=== block 1 ===
**Block 1: routing congestion map**

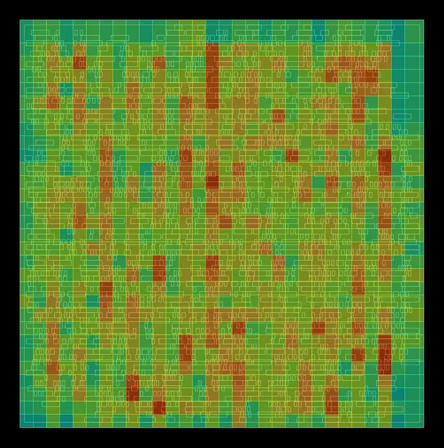
[config.mk]
export PLATFORM = sky130hd
export DESIGN_NAME = sw_debounce_filter
export DESIGN_NICKNAME = d
export VERILOG_FILES = /design/src/rtl/sw_debounce_pkg.sv /design/src/rtl/sw_debounce_filter_bit.sv /design/src/rtl/sw_debounce_filter.sv
export SDC_FILE = /design/constraint.sdc
export NUM_CORES = 1
export LEC_CHECK = 0
export ABC_AREA = 1
export CELL_PAD_IN_SITES_DETAIL_PLACEMENT = 1
export CELL_PAD_IN_SITES_GLOBAL_PLACEMENT = 2
export CORE_AREA = 2 2 208 210
export CTS_CLUSTER_DIAMETER = 30
export CTS_CLUSTER_SIZE = 14
export DETAILED_ROUTE_END_ITERATION = 8
export DIE_AREA = 0 0 210 212
export GPL_ROUTABILITY_DRIVEN = 0
export PLACE_DENSITY_LB_ADDON = 0.1
export SYNTH_ARGS = -nofsm -noshare
export SYNTH_HDL_FRONTEND = slang
export SYNTH_SLANG_ARGS = --single-unit
export TNS_END_PERCENT = 5
[constraint.sdc]
create_clock -name clk_i -period 15.85 [get_ports clk_i]
set_input_delay 3.17 -clock clk_i [delete_from_list [all_inputs] [get_ports clk_i]]
set_output_delay 3.17 -clock clk_i [all_outputs]
set_load 0.05 [all_outputs]
[src/rtl/sw_debounce_pkg.sv]
// Shared switch-path constants for the debounce filter and the switch bus controller.
// Both sides take the vector width and default debounce length from here.
package sw_debounce_pkg;

    localparam int SW_WIDTH            = 16;
    localparam int SW_DEBOUNCE_DEFAULT = 100000;

    function automatic int cnt_width(input int cycles);
        return (cycles < 2) ? 1 : $clog2(cycles);
    endfunction

endpackage

[src/rtl/sw_debounce_filter_bit.sv]
// One switch bit: two-flop synchronizer, saturating agreement counter, stable level.
// update_o flags the edge on which the stable level is about to take the synced value.
module sw_debounce_bit
    import sw_debounce_pkg::*;
#(
    parameter int DEBOUNCE_CYCLES = SW_DEBOUNCE_DEFAULT,
    parameter int CNT_W           = cnt_width(DEBOUNCE_CYCLES)
) (
    input  logic clk_i,
    input  logic rst_i,
    input  logic raw_i,
    output logic stable_o,
    output logic update_o
);

    localparam logic [CNT_W-1:0] CNT_MAX = CNT_W'(DEBOUNCE_CYCLES - 1);

    logic             sync1_q;
    logic             sync2_q;
    logic             stable_q, stable_d;
    logic [CNT_W-1:0] cnt_q, cnt_d;
    logic             differ;

    assign differ   = (sync2_q != stable_q);
    assign update_o = differ && (cnt_q == CNT_MAX);

    always_comb begin
        stable_d = stable_q;
        cnt_d    = '0;
        if (update_o) begin
            stable_d = sync2_q;
        end else if (differ) begin
            cnt_d = cnt_q + 1'b1;
        end
    end

    always_ff @(posedge clk_i or posedge rst_i) begin
        if (rst_i) begin
            sync1_q  <= 1'b0;
            sync2_q  <= 1'b0;
            stable_q <= 1'b0;
            cnt_q    <= '0;
        end else begin
            sync1_q  <= raw_i;
            sync2_q  <= sync1_q;
            stable_q <= stable_d;
            cnt_q    <= cnt_d;
        end
    end

    assign stable_o = stable_q;

endmodule

[src/rtl/sw_debounce_filter.sv]
// Debounced switch vector with change strobe and sticky interrupt request.
// Interrupt flop exists only when SW_DEBOUNCE_IRQ_EN is defined; otherwise irq_o is 0.
module sw_debounce_filter
    import sw_debounce_pkg::*;
#(
    parameter int WIDTH           = SW_WIDTH,
    parameter int DEBOUNCE_CYCLES = SW_DEBOUNCE_DEFAULT
) (
    input  logic             clk_i,
    input  logic             rst_i,
    input  logic [WIDTH-1:0] sw_raw_i,
    output logic [WIDTH-1:0] sw_o,
    output logic             sw_changed_o,
    output logic             irq_o,
    input  logic             irq_ret_i
);

    localparam int CNT_W = cnt_width(DEBOUNCE_CYCLES);

    logic [WIDTH-1:0] update;
    logic             any_update;
    logic             changed_q;

    for (genvar b = 0; b < WIDTH; b++) begin : g_bit
        sw_debounce_bit #(
            .DEBOUNCE_CYCLES(DEBOUNCE_CYCLES),
            .CNT_W          (CNT_W)
        ) u_bit (
            .clk_i   (clk_i),
            .rst_i   (rst_i),
            .raw_i   (sw_raw_i[b]),
            .stable_o(sw_o[b]),
            .update_o(update[b])
        );
    end

    assign any_update = |update;

    always_ff @(posedge clk_i or posedge rst_i) begin
        if (rst_i) begin
            changed_q <= 1'b0;
        end else begin
            changed_q <= any_update;
        end
    end

    assign sw_changed_o = changed_q;

`ifdef SW_DEBOUNCE_IRQ_EN
    logic irq_q, irq_d;

    // A new change outranks a same-edge acknowledge.
    always_comb begin
        irq_d = irq_q;
        if (any_update) begin
            irq_d = 1'b1;
        end else if (irq_ret_i) begin
            irq_d = 1'b0;
        end
    end

    always_ff @(posedge clk_i or posedge rst_i) begin
        if (rst_i) begin
            irq_q <= 1'b0;
        end else begin
            irq_q <= irq_d;
        end
    end

    assign irq_o = irq_q;
`else
    logic unused_irq_ret;
    assign unused_irq_ret = irq_ret_i;
    assign irq_o          = 1'b0;
`endif

endmodule

==> reports/results.ini <==
[run_status]
status=finished, final reports clean

[yosys]
yosysMostFrequentCell=nor2_1
ys_seq_frac=0.504
ys_sh_aoi=0.0347
ys_warn_count=0
synth-edff-count=0
ys_area_sq_um=15900
synthArstFlopShare=1.00
synth_area_sq_um=15900
ys.flop_type=dfrtp_1
top_cells_by_area=dfrtp_1 50%, nor2_1 11%, nand2_1 9.1%
synthCells=1967

[setup_path]
r2r_cells=11
arrival_ns=5.80
critPathSlowestCell=inv_8
critPathBufInv=4
r2r-end=sw_changed_o

[die]
num_rows=76
die_w_um=210
ios=37
tap_cells=546
coreArea_sq_um=42500

[clocking]
cts-root-buf=clkbuf_16
hold_buffers=0
cts_tree=built
clk_pin_slew_ns=0.04
cts_sinks=321
clock_latency_ns=0.59
cts_resized=0

[power_and_ir_drop]
p_comb_mw=0.0608
powerClk_mw=1.92
comb_power_share=0.021
p_int_mw=2.26
p_per_area_nw_per_um2=141

[final_layout]
antenna_cells=0
seq_share=0.400
buf_share=0.0183
comb_area_sq_um=6850
seq_cells=321
comb_area_frac=0.341
num-multi-input-gates=1388

[sta]
drv_slew=0
fmaxAchievable_ghz=0.195
rsz0062_at_grt=no
min_period_ns=5.13

[job]
log.warning_count=31
drv_cap=0

[placed_design]
numPortBuffers=34

[routing]
dr.first_iter.drc_count=562
avgViaCountPerCell=4.77
wl_per_cell_um=13.9
dr.pass1.iters=4

[grt]
grt-ovfl-total=0

## Picture notes: 'routing congestion map' of block 1
overall routing resource usage: 0.179
GR peak layer: met2
met3 usage in global routing: 0.0431
post-layout util: 0.473

sequential cells by signal, indices dropped and copies added, names as in the netlist:
register and count:
g_bit.u_bit.cnt_q 272, g_bit.u_bit.stable_o 16, g_bit.u_bit.sync1_q 16, g_bit.u_bit.sync2_q 16, sw_changed_o 1
metal layers:
layer,vias to the layer above,share of wire,GRT usage
li1,6422,-,-
met1,6224,0.46,0.220
met2,134,0.49,0.311
met3,68,0.035,0.0431
met4,0,0.020,0.0580
met5,-,0,0
stage by stage:
| step | cells | worst slack (ns) |
|---|---|---|
| after floorplan | 1967 | 3.80 |
| after global placement | 2531 | 10.00 |
| after detailed placement | 2531 | 10.0 |
| after CTS | 2695 | 10.63 |
| after global routing | 2695 | 10.44 |
| final | 2695 | 10.72 |
cell usage in the layout, fill, tap and decap left out, drive strengths merged:
master / count
a211oi: 1
a21oi: 50
a31oi: 4
buf: 2
bufinv: 15
clkbuf: 127
clkdlybuf4s50: 34
clkinv: 21
conb: 1
dfrtp: 321
ha: 16
inv: 241
nand2: 414
nand3: 118
nand4: 12
nor2: 487
nor3: 129
nor3b: 19
o211a: 1
o21a: 12
o21ai: 30
o21bai: 2
xor2: 92

=== block 2 ===
**Block 2: metal 1**

Scale bar: 20 um.
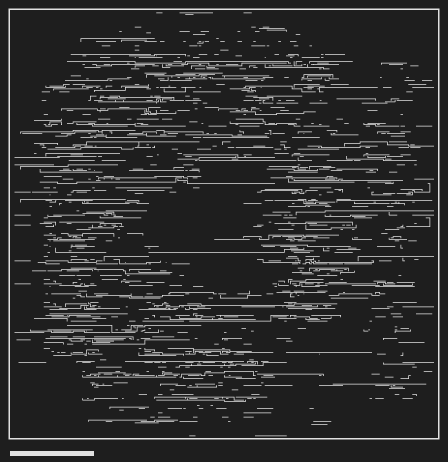
**Block 2: routed metal per tile**

Scale bar: 20 um. 20 x 20 tiles, from black (low) to pale yellow (high), scaled to the fullest tile. Values are wire area over tile area, all layers added.
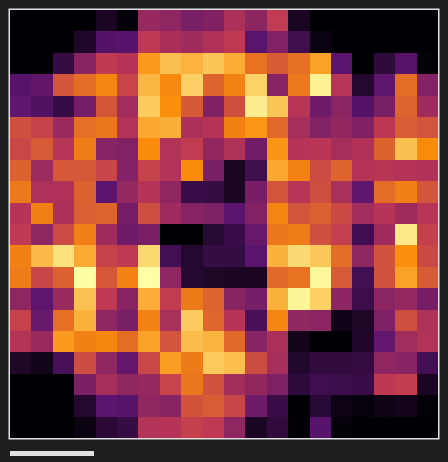
**Block 2: the metal 2 layer**

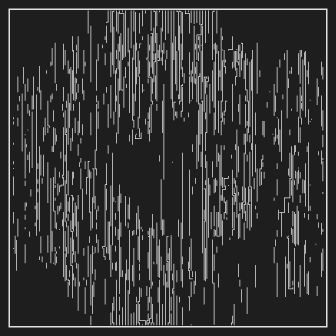
### config.mk
export PLATFORM = sky130hd
export DESIGN_NAME = sram_arbiter
export DESIGN_NICKNAME = d
export VERILOG_FILES = /design/src/rtl/sram_arbiter.sv
export SDC_FILE = /design/constraint.sdc
export NUM_CORES = 1
export LEC_CHECK = 0
export ABC_AREA = 0
export CAP_MARGIN = 10
export CORE_MARGIN = 2
export CORE_UTILIZATION = 40
export CTS_BUF_LIST = sky130_fd_sc_hd__clkbuf_8 sky130_fd_sc_hd__clkbuf_16
export DETAILED_ROUTE_END_ITERATION = 7
export PLACE_DENSITY = 0.86
export SLEW_MARGIN = 20
export SYNTH_ARGS = -nofsm -noshare
export SYNTH_HDL_FRONTEND = slang
export SYNTH_SLANG_ARGS = --single-unit
### constraint.sdc
create_clock -name clk -period 2.7 [get_ports clk]
set_input_delay 0.405 -clock clk [delete_from_list [all_inputs] [get_ports clk]]
set_output_delay 0.405 -clock clk [all_outputs]
set_load 0.005 [all_outputs]
### src/rtl/sram_arbiter.sv
// Two-port SRAM arbiter with registered async-SRAM pins and fixed wait states.
// Define SRAM_ARB_ROUND_ROBIN_EN for round-robin ties; otherwise port 0 wins.
module sram_arbiter #(
    parameter int WAIT_CYCLES = 2
) (
    input  logic        clk,
    input  logic        rst,
    input  logic        p0_req,
    input  logic        p0_we,
    input  logic [18:0] p0_addr,
    input  logic [15:0] p0_wdata,
    output logic        p0_ack,
    input  logic        p1_req,
    input  logic        p1_we,
    input  logic [18:0] p1_addr,
    input  logic [15:0] p1_wdata,
    output logic        p1_ack,
    output logic [15:0] rdata,
    output logic        busy,
    output logic [18:0] ADR,
    output logic        RAMCS,
    output logic        RAMOE,
    output logic        RAMWE,
    output logic [15:0] dat_out,
    output logic        dat_oe,
    input  logic [15:0] dat_in
);

    typedef enum logic [1:0] {IDLE, ACCESS, HOLD} state_t;

    localparam logic [2:0] WC = 3'(WAIT_CYCLES);

    state_t      state_q, state_d;
    logic [2:0]  cnt_q, cnt_d;
    logic        sel_q, sel_d;
    logic        we_q, we_d;
    logic [18:0] addr_q, addr_d;
    logic [15:0] wdata_q, wdata_d;
    logic [15:0] rdata_q, rdata_d;
    logic [18:0] adr_q, adr_d;
    logic        cs_q, cs_d;
    logic        oe_q, oe_d;
    logic        wen_q, wen_d;
    logic [15:0] dout_q, dout_d;
    logic        doe_q, doe_d;
    logic        gnt_any;
    logic        gnt_sel;

    assign gnt_any = p0_req | p1_req;

`ifdef SRAM_ARB_ROUND_ROBIN_EN
    logic last_q, last_d;
    // last_q=1 means port 1 was served last, so port 0 takes the next tie
    assign gnt_sel = p1_req & (~p0_req | ~last_q);
`else
    assign gnt_sel = p1_req & ~p0_req;
`endif

    always_comb begin
        state_d = state_q;
        cnt_d   = cnt_q;
        sel_d   = sel_q;
        we_d    = we_q;
        addr_d  = addr_q;
        wdata_d = wdata_q;
        rdata_d = rdata_q;
`ifdef SRAM_ARB_ROUND_ROBIN_EN
        last_d  = last_q;
`endif
        case (state_q)
            IDLE: begin
                if (gnt_any) begin
                    state_d = ACCESS;
                    cnt_d   = WC;
                    sel_d   = gnt_sel;
                    we_d    = gnt_sel ? p1_we : p0_we;
                    addr_d  = gnt_sel ? p1_addr : p0_addr;
                    wdata_d = gnt_sel ? p1_wdata : p0_wdata;
`ifdef SRAM_ARB_ROUND_ROBIN_EN
                    last_d  = gnt_sel;
`endif
                end
            end
            ACCESS: begin
                if (cnt_q == 3'd0) begin
                    state_d = HOLD;
                    if (!we_q) rdata_d = dat_in;
                end else begin
                    cnt_d = cnt_q - 3'd1;
                end
            end
            HOLD:    state_d = IDLE;
            default: state_d = IDLE;
        endcase
    end

    // Pins are computed from the next state so they are registered outputs.
    always_comb begin
        adr_d  = 19'd0;
        cs_d   = 1'b1;
        oe_d   = 1'b1;
        wen_d  = 1'b1;
        dout_d = 16'd0;
        doe_d  = 1'b0;
        case (state_d)
            ACCESS: begin
                cs_d   = 1'b0;
                adr_d  = addr_d;
                oe_d   = we_d;
                wen_d  = ~we_d;
                dout_d = wdata_d;
                doe_d  = we_d;
            end
            HOLD: begin
                cs_d   = 1'b0;
                adr_d  = adr_q;
                dout_d = dout_q;
                doe_d  = we_d;
            end
            default: ;
        endcase
    end

    always_ff @(posedge clk) begin
        if (rst) begin
            state_q <= IDLE;
            cnt_q   <= 3'd0;
            sel_q   <= 1'b0;
            we_q    <= 1'b0;
            addr_q  <= 19'd0;
            wdata_q <= 16'd0;
            rdata_q <= 16'd0;
            adr_q   <= 19'd0;
            cs_q    <= 1'b1;
            oe_q    <= 1'b1;
            wen_q   <= 1'b1;
            dout_q  <= 16'd0;
            doe_q   <= 1'b0;
`ifdef SRAM_ARB_ROUND_ROBIN_EN
            last_q  <= 1'b1;
`endif
        end else begin
            state_q <= state_d;
            cnt_q   <= cnt_d;
            sel_q   <= sel_d;
            we_q    <= we_d;
            addr_q  <= addr_d;
            wdata_q <= wdata_d;
            rdata_q <= rdata_d;
            adr_q   <= adr_d;
            cs_q    <= cs_d;
            oe_q    <= oe_d;
            wen_q   <= wen_d;
            dout_q  <= dout_d;
            doe_q   <= doe_d;
`ifdef SRAM_ARB_ROUND_ROBIN_EN
            last_q  <= last_d;
`endif
        end
    end

    assign p0_ack  = (state_q == HOLD) & ~sel_q;
    assign p1_ack  = (state_q == HOLD) & sel_q;
    assign busy    = (state_q != IDLE);
    assign rdata   = rdata_q;
    assign ADR     = adr_q;
    assign RAMCS   = cs_q;
    assign RAMOE   = oe_q;
    assign RAMWE   = wen_q;
    assign dat_out = dout_q;
    assign dat_oe  = doe_q;

endmodule
==> reports/results.ini <==
[clocking]
htree_levels=3
numCtsBuffers=9
cts_tree=built
cts_setup_buffers=0
clock_latency_ns=0.35
clk_pin_slew_ns=0.09

[power_and_ir_drop]
p_per_area_nw_per_um2=621
max-vdd-ir-drop_mv=0.346
finalPower_mw=3.45
p_leak_nw=2.15

[die]
fp-utilization=0.412

[yosys]
synthArstFlopShare=0
synth_area_sq_um=3800
yosysTopAreaCellShare=0.511
ys_sh_aoi=0.202
syn_area_per_cell_sq_um=10.0
yosysMostFrequentCell=dfxtp_1
synth_cell_types=38

[final_layout]
most-common-layout-cells=148 x clkdlybuf4s50_1, 97 x dfxtp_1, 56 x nor2_1, 35 x nand2_1, 25 x and3_1
fin_util=0.602
seq_area_sq_um=1940
postLayoutCellArea_sq_um=5560
drive_gt1_frac=0.103
n_fill_cell=794

[job]
drv_cap=0

[sta]
maxSlewHeadroom=0.490
drv_slew=0
worstMarginPinSlew_ns=0.765
finalHoldViolCount=0
setup_viol=0

[routing]
dr.pass1.iters=5
avgViaCountPerCell=5.05

[setup_path]
cpPeakStageDelay_ns=0.47
start_kind=flip-flop

[worst_hold_path]
hold_path.class=reg -> reg

[grt]
grt_pass1_vias=3341

[placed_design]
numPortBuffers=149
place_ws_ns=0.369
dpl.cell_count=638

[run_status]
status=finished, final reports clean

About 'metal 1' of block 2:
longest straight run: 32.2 um
share of all routed wire: 43%
nets with wire on the layer: 545
wire length on this layer: 4360 um
GR Util met1: 0.233
DR vias: 3291
final WL: 10100 um

About 'routed metal per tile' of block 2:
mean over tiles: 0.16
fullest tile: 0.37
emptiest ninth of the die: bottom right
nearly empty tiles: 11%
routed len/inst: 15.5 um
overall routing resource usage: 0.193

About 'the metal 2 layer' of block 2:
main direction: vertical
nets with wire on the layer: 534
longest straight run: 48.8 um
met2 usage: 0.331

## routing by layer
metal | wire, um | GRT usage
met3 | 681 | 0.0407
met2 | 4850 | 0.331
met1 | 4360 | 0.233
met5 | 0 | 0
met4 | 205 | 0.0832
## power by group
group,switching [mW],total (mW),internal (mW)
Sequential,0.0760,1.65,1.57
Clock,0.455,0.960,0.506
Combinational,0.390,0.844,0.454
Total,0.921,3.45,2.53
## worst paths after layout
| kind | start | end | slack (ns) | cells past startpoint |
|---|---|---|---|---|
| hold / removal | ADR[12] | ADR[12] | 0.46 | 2 |
| setup reg to reg | cnt_q[0] | ADR[18] | 0.69 | 9 |
| hold reg to reg | ADR[12] | ADR[12] | 0.46 | 2 |
| setup / recovery | state_q[0] | busy | 0.55 | 4 |
## sequential cells by signal, indices dropped and copies added (netlist names)
register	flops
ADR	19
addr_q	19
dat_out	16
rdata	16
wdata_q	16
cnt_q	3
state_q	2
RAMCS	1
RAMOE	1
RAMWE	1
dat_oe	1
sel_q	1
we_q	1
## final cells by class
cell class,instances,area share
Clock buffer,9,0.0223
Inverter,7,0.00473
Clock inverter,5,0.0133
Sequential cell,97,0.349
Multi-Input combinational cell,245,0.299
Timing Repair Buffer,160,0.282
Tap cell,129,0.0290

=== block 3 ===
`config.mk`:
```
export PLATFORM = sky130hd
export DESIGN_NAME = dmem_cache_ctrl_flat
export DESIGN_NICKNAME = d
export VERILOG_FILES = /design/src/rtl/dmem_cache_ctrl_if.sv /design/src/rtl/dmem_cache_ctrl.sv /design/src/flat_wrapper.sv
export SDC_FILE = /design/constraint.sdc
export NUM_CORES = 1
export LEC_CHECK = 0
export ABC_AREA = 1
export CORE_MARGIN = 1
export CORE_UTILIZATION = 30
export CTS_BUF_LIST = sky130_fd_sc_hd__clkbuf_8 sky130_fd_sc_hd__clkbuf_16
export CTS_CLUSTER_SIZE = 10
export DETAILED_ROUTE_END_ITERATION = 10
export HOLD_SLACK_MARGIN = 0.15
export REMOVE_ABC_BUFFERS = 1
export SYNTH_ARGS = -nofsm -noshare
export SYNTH_HDL_FRONTEND = slang
export SYNTH_SLANG_ARGS = --single-unit
```
`constraint.sdc`:
```
create_clock -name clk -period 2.9 [get_ports clk]
set_input_delay 0.58 -clock clk [delete_from_list [all_inputs] [get_ports clk]]
set_output_delay 0.58 -clock clk [all_outputs]
set_load 0.05 [all_outputs]
```
`src/rtl/dmem_cache_ctrl_if.sv`:
```
// dmem_cache_ctrl_if
// Core-side request/response and memory-side load/store signals of the
// L1 data cache controller, bundled so the controller and its environment
// share one definition.
//   master : the cache controller (serves the core, drives the memory port)
//   slave  : the environment (core + data memory)
interface dmem_cache_ctrl_if #(
    parameter int ADDR_W = 4,
    parameter int DATA_W = 32
);
    logic              core_req;
    logic              core_we;
    logic [ADDR_W-1:0] core_addr;
    logic [DATA_W-1:0] core_wdata;
    logic              core_done;
    logic [DATA_W-1:0] core_rdata;

    logic [ADDR_W-1:0] mem_address;
    logic [DATA_W-1:0] mem_wdata;
    logic              mem_load_control;
    logic              mem_store_control;
    logic [DATA_W-1:0] mem_rdata;

    modport master (
        input  core_req,
        input  core_we,
        input  core_addr,
        input  core_wdata,
        output core_done,
        output core_rdata,
        output mem_address,
        output mem_wdata,
        output mem_load_control,
        output mem_store_control,
        input  mem_rdata
    );

    modport slave (
        output core_req,
        output core_we,
        output core_addr,
        output core_wdata,
        input  core_done,
        input  core_rdata,
        input  mem_address,
        input  mem_wdata,
        input  mem_load_control,
        input  mem_store_control,
        output mem_rdata
    );
endinterface

```
`src/rtl/dmem_cache_ctrl.sv`:
```
// dmem_cache_ctrl
// Direct-mapped, write-through, no-write-allocate L1 data cache controller,
// one word per line. Read hits are answered from the cache; read misses
// and every store go out on the memory port for exactly one cycle.
//
// Optional build macro DMEM_CACHE_SNOOP_INV_EN adds snoop_valid/snoop_addr,
// fed from the other core's store port; a matching valid line is dropped.
//
// state   | meaning
// --------+----------------------------------------------------------
// IDLE    | waiting for core_req; request is latched at the edge
// FILL    | read miss: memory read this cycle, line refilled at edge
// WRITE   | store: memory write this cycle, line updated on a hit
// RESP    | core_done pulse for one cycle
module dmem_cache_ctrl #(
    parameter int ADDR_W  = 4,
    parameter int DATA_W  = 32,
    parameter int INDEX_W = 2
) (
    input  logic              clk,
    input  logic              reset,
`ifdef DMEM_CACHE_SNOOP_INV_EN
    input  logic              snoop_valid,
    input  logic [ADDR_W-1:0] snoop_addr,
`endif
    dmem_cache_ctrl_if.master io_bus
);

    localparam int NUM_LINES = 1 << INDEX_W;
    localparam int TAG_W     = ADDR_W - INDEX_W;

    typedef enum logic [1:0] {
        ST_IDLE  = 2'd0,
        ST_FILL  = 2'd1,
        ST_WRITE = 2'd2,
        ST_RESP  = 2'd3
    } state_t;

    state_t            r_state;
    state_t            w_state_nxt;

    logic [ADDR_W-1:0] r_addr;
    logic [DATA_W-1:0] r_wdata;
    logic [DATA_W-1:0] r_rdata;

    logic              r_valid [NUM_LINES];
    logic [TAG_W-1:0]  r_tag   [NUM_LINES];
    logic [DATA_W-1:0] r_data  [NUM_LINES];

    logic [INDEX_W-1:0] w_req_idx;
    logic [TAG_W-1:0]   w_req_tag;
    logic               w_req_hit;
    logic [INDEX_W-1:0] w_q_idx;
    logic [TAG_W-1:0]   w_q_tag;
    logic               w_q_hit;

    logic               w_accept;
    logic               w_snp_kill;
    logic [INDEX_W-1:0] w_snp_idx;

    logic               w_core_done;
    logic [ADDR_W-1:0]  w_mem_address;
    logic [DATA_W-1:0]  w_mem_wdata;
    logic               w_mem_load;
    logic               w_mem_store;

    // Lookup for the incoming request (IDLE) and for the latched one (FILL/WRITE).
    assign w_req_idx = io_bus.core_addr[INDEX_W-1:0];
    assign w_req_tag = io_bus.core_addr[ADDR_W-1:INDEX_W];
    assign w_req_hit = r_valid[w_req_idx] && (r_tag[w_req_idx] == w_req_tag);

    assign w_q_idx   = r_addr[INDEX_W-1:0];
    assign w_q_tag   = r_addr[ADDR_W-1:INDEX_W];
    assign w_q_hit   = r_valid[w_q_idx] && (r_tag[w_q_idx] == w_q_tag);

    assign w_accept  = (r_state == ST_IDLE) && io_bus.core_req;

`ifdef DMEM_CACHE_SNOOP_INV_EN
    logic [TAG_W-1:0] w_snp_tag;
    logic             w_snp_match_line;
    logic             w_snp_match_fill;

    assign w_snp_idx = snoop_addr[INDEX_W-1:0];
    assign w_snp_tag = snoop_addr[ADDR_W-1:INDEX_W];

    // A line being refilled this cycle is not yet valid, so compare the
    // snoop against the fill address too; otherwise the refill would
    // resurrect data the other core has just overwritten.
    assign w_snp_match_line = r_valid[w_snp_idx] && (r_tag[w_snp_idx] == w_snp_tag);
    assign w_snp_match_fill = (r_state == ST_FILL) && (snoop_addr == r_addr);
    assign w_snp_kill       = snoop_valid && (w_snp_match_line || w_snp_match_fill);
`else
    assign w_snp_idx  = '0;
    assign w_snp_kill = 1'b0;
`endif

    // State register.
    always_ff @(posedge clk) begin
        if (reset) begin
            r_state <= ST_IDLE;
        end else begin
            r_state <= w_state_nxt;
        end
    end

    // Next-state decode and memory/core strobes; memory port is idle-zero.
    always_comb begin
        w_state_nxt   = r_state;
        w_core_done   = 1'b0;
        w_mem_address = '0;
        w_mem_wdata   = '0;
        w_mem_load    = 1'b0;
        w_mem_store   = 1'b0;
        case (r_state)
            ST_IDLE: begin
                if (io_bus.core_req) begin
                    if (io_bus.core_we) begin
                        w_state_nxt = ST_WRITE;
                    end else if (w_req_hit) begin
                        w_state_nxt = ST_RESP;
                    end else begin
                        w_state_nxt = ST_FILL;
                    end
                end
            end
            ST_FILL: begin
                w_mem_load    = 1'b1;
                w_mem_address = r_addr;
                w_state_nxt   = ST_RESP;
            end
            ST_WRITE: begin
                w_mem_store   = 1'b1;
                w_mem_address = r_addr;
                w_mem_wdata   = r_wdata;
                w_state_nxt   = ST_RESP;
            end
            ST_RESP: begin
                w_core_done   = 1'b1;
                w_state_nxt   = ST_IDLE;
            end
            default: begin
                w_state_nxt   = ST_IDLE;
            end
        endcase
    end

    // Request capture and load-result register.
    always_ff @(posedge clk) begin
        if (reset) begin
            r_addr  <= '0;
            r_wdata <= '0;
            r_rdata <= '0;
        end else begin
            if (w_accept) begin
                r_addr  <= io_bus.core_addr;
                r_wdata <= io_bus.core_wdata;
                if (!io_bus.core_we && w_req_hit) begin
                    r_rdata <= r_data[w_req_idx];
                end
            end
            if (r_state == ST_FILL) begin
                r_rdata <= io_bus.mem_rdata;
            end
        end
    end

    // Valid bits: set on refill, cleared by a snoop; the snoop is applied last
    // so it wins when both hit the same line in one cycle.
    always_ff @(posedge clk) begin
        if (reset) begin
            for (int i = 0; i < NUM_LINES; i++) begin
                r_valid[i] <= 1'b0;
            end
        end else begin
            if (r_state == ST_FILL) begin
                r_valid[w_q_idx] <= 1'b1;
            end
            if (w_snp_kill) begin
                r_valid[w_snp_idx] <= 1'b0;
            end
        end
    end

    // Tag/data arrays: refill on a miss, write-through update only on a store hit.
    always_ff @(posedge clk) begin
        if (!reset) begin
            if (r_state == ST_FILL) begin
                r_tag[w_q_idx]  <= w_q_tag;
                r_data[w_q_idx] <= io_bus.mem_rdata;
            end else if ((r_state == ST_WRITE) && w_q_hit) begin
                r_data[w_q_idx] <= r_wdata;
            end
        end
    end

    assign io_bus.core_done         = w_core_done;
    assign io_bus.core_rdata        = r_rdata;
    assign io_bus.mem_address       = w_mem_address;
    assign io_bus.mem_wdata         = w_mem_wdata;
    assign io_bus.mem_load_control  = w_mem_load;
    assign io_bus.mem_store_control = w_mem_store;

endmodule

```
`src/flat_wrapper.sv`:
```
// flat-port wrapper written by rule: the top's interface ports become plain ports
module dmem_cache_ctrl_flat 
#(
    parameter int ADDR_W  = 4,
    parameter int DATA_W  = 32,
    parameter int INDEX_W = 2
)
  (clk, reset, io_bus_core_req, io_bus_core_we, io_bus_core_addr, io_bus_core_wdata, io_bus_core_done, io_bus_core_rdata, io_bus_mem_address, io_bus_mem_wdata, io_bus_mem_load_control, io_bus_mem_store_control, io_bus_mem_rdata);
  dmem_cache_ctrl_if #(.ADDR_W(ADDR_W), .DATA_W(DATA_W)) io_bus_i ();
  input  logic clk;
  input  logic reset;
  input wire logic [$bits(io_bus_i.core_req)-1:0] io_bus_core_req;
  input wire logic [$bits(io_bus_i.core_we)-1:0] io_bus_core_we;
  input wire logic [$bits(io_bus_i.core_addr)-1:0] io_bus_core_addr;
  input wire logic [$bits(io_bus_i.core_wdata)-1:0] io_bus_core_wdata;
  output wire logic [$bits(io_bus_i.core_done)-1:0] io_bus_core_done;
  output wire logic [$bits(io_bus_i.core_rdata)-1:0] io_bus_core_rdata;
  output wire logic [$bits(io_bus_i.mem_address)-1:0] io_bus_mem_address;
  output wire logic [$bits(io_bus_i.mem_wdata)-1:0] io_bus_mem_wdata;
  output wire logic [$bits(io_bus_i.mem_load_control)-1:0] io_bus_mem_load_control;
  output wire logic [$bits(io_bus_i.mem_store_control)-1:0] io_bus_mem_store_control;
  input wire logic [$bits(io_bus_i.mem_rdata)-1:0] io_bus_mem_rdata;
  assign io_bus_i.core_req = io_bus_core_req;
  assign io_bus_i.core_we = io_bus_core_we;
  assign io_bus_i.core_addr = io_bus_core_addr;
  assign io_bus_i.core_wdata = io_bus_core_wdata;
  assign io_bus_core_done = io_bus_i.core_done;
  assign io_bus_core_rdata = io_bus_i.core_rdata;
  assign io_bus_mem_address = io_bus_i.mem_address;
  assign io_bus_mem_wdata = io_bus_i.mem_wdata;
  assign io_bus_mem_load_control = io_bus_i.mem_load_control;
  assign io_bus_mem_store_control = io_bus_i.mem_store_control;
  assign io_bus_i.mem_rdata = io_bus_mem_rdata;
  dmem_cache_ctrl #(.ADDR_W(ADDR_W), .DATA_W(DATA_W), .INDEX_W(INDEX_W)) u_core (.clk(clk), .reset(reset), .io_bus(io_bus_i));
endmodule
```
**Block 3: cell area per tile**

Scale bar: 50 um. 18 x 18 tiles, from black (low) to pale yellow (high), 0 to 100% covered.
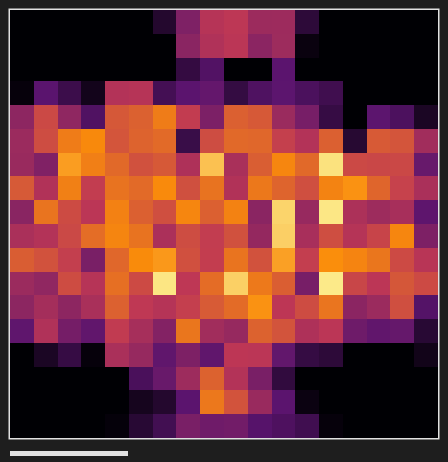
nearly empty tiles: 25%
fullest tile: 95%
mean over tiles: 36%
densest ninth of the die: middle
emptiest ninth of the die: top right
tiles over 75% full: 4.3%

==> reports/results.ini <==
[power_and_ir_drop]
comb_power_share=0.312
max-vdd-ir-drop_mv=0.799
powerSeq_mw=3.85
pwr-share-clk=0.296
finalPower_mw=9.82
p_sw_mw=3.52

[sta]
fmaxAchievable_ghz=0.358
setup_viol=0
fin_skew_ns=0.0201
finalHoldViolCount=0
rsz0062_at_grt=no
timing.final.ws_setup_ns=0.107

[clocking]
hold_buffers=0
cts_resized=4
cts_buffer_depth=3
clk_pin_slew_ns=0.06
cts-root-buf=clkbuf_16
htree_levels=1

[die]
die-area_sq_um=32600
die_h_um=181
ios=143
fp-utilization=0.304

[final_layout]
postLayoutCellArea_sq_um=12200
antenna_cells=0
stdcell_count=1628

[setup_path]
path_max_fanout=9
required_ns=2.32
crit_type=reg -> out

[routing]
wl_um=25800
wl_met2_um=11800
route.detailed.drc=0
vias=7588

[yosys]
simple_gate_area_frac=0.212
synthCells=1084
ys_cells=1084
ys_area_sq_um=9580
synth_cell_types=25
ys_sh_aoi=0.119
ys_seq_frac=0.589
muxShareOfSynthArea=0
ys_seq_elements=212

[grt]
grt.busiest_layer=met2
gr-usage-met3=0.0238

[run_status]
status=finished, final reports clean

[placed_design]
placed_area_sq_um=11400

[job]
drv_cap=0

[worst_hold_path]
hold_depth=2

==> area by class of cell <==
class,instances,area [sq um]
repair buffers,164,1610
clock inverters,20,81.3
clock buffers,28,701
well taps,402,503
multi-input cells,712,3270
flip-flops and latches,212,5650
inverters,90,340
fillers,3151,19300
==> sequential cells by signal, indices dropped and copies added (netlist names), named ones only <==
| register | flops |
|---|---|
| u_core.r_data | 128 |
| u_core.r_wdata | 32 |
| u_core.r_state | 2 |
| u_core.r_tag | 8 |
| u_core.r_addr | 4 |
| u_core.r_valid | 4 |
| u_core.io_bus.core_rdata | 32 |
==> cells in the final DEF, fill, tap and decap left out, drive strengths merged <==
cell           netlist  final
dfxtp               72     72
o22ai               32     32
nand3               45     45
edfxtp             140    140
ha                   5      5
o211ai               1      1
clkdlybuf4s50        0    104
clkbuf              40     28
dlymetal6s2s         0      6
buf                 30     50
nand2              267    267
a21oi               41     41
dlygate4sd2          0      4
or2                  1      1
o21ai              141    141
nor2               178    178
clkinvlp             0      1
inv                 89    107
a211oi               1      1
clkinv               1      2
==> worst max-delay path: stages (launching register included) <==
cell and delay, ns:
dfxtp_1 0.33, inv_1 0.13, ha_2 0.36, clkdlybuf4s50_1 0.87

No activity file was given, so power comes from the tool's default toggle rates.
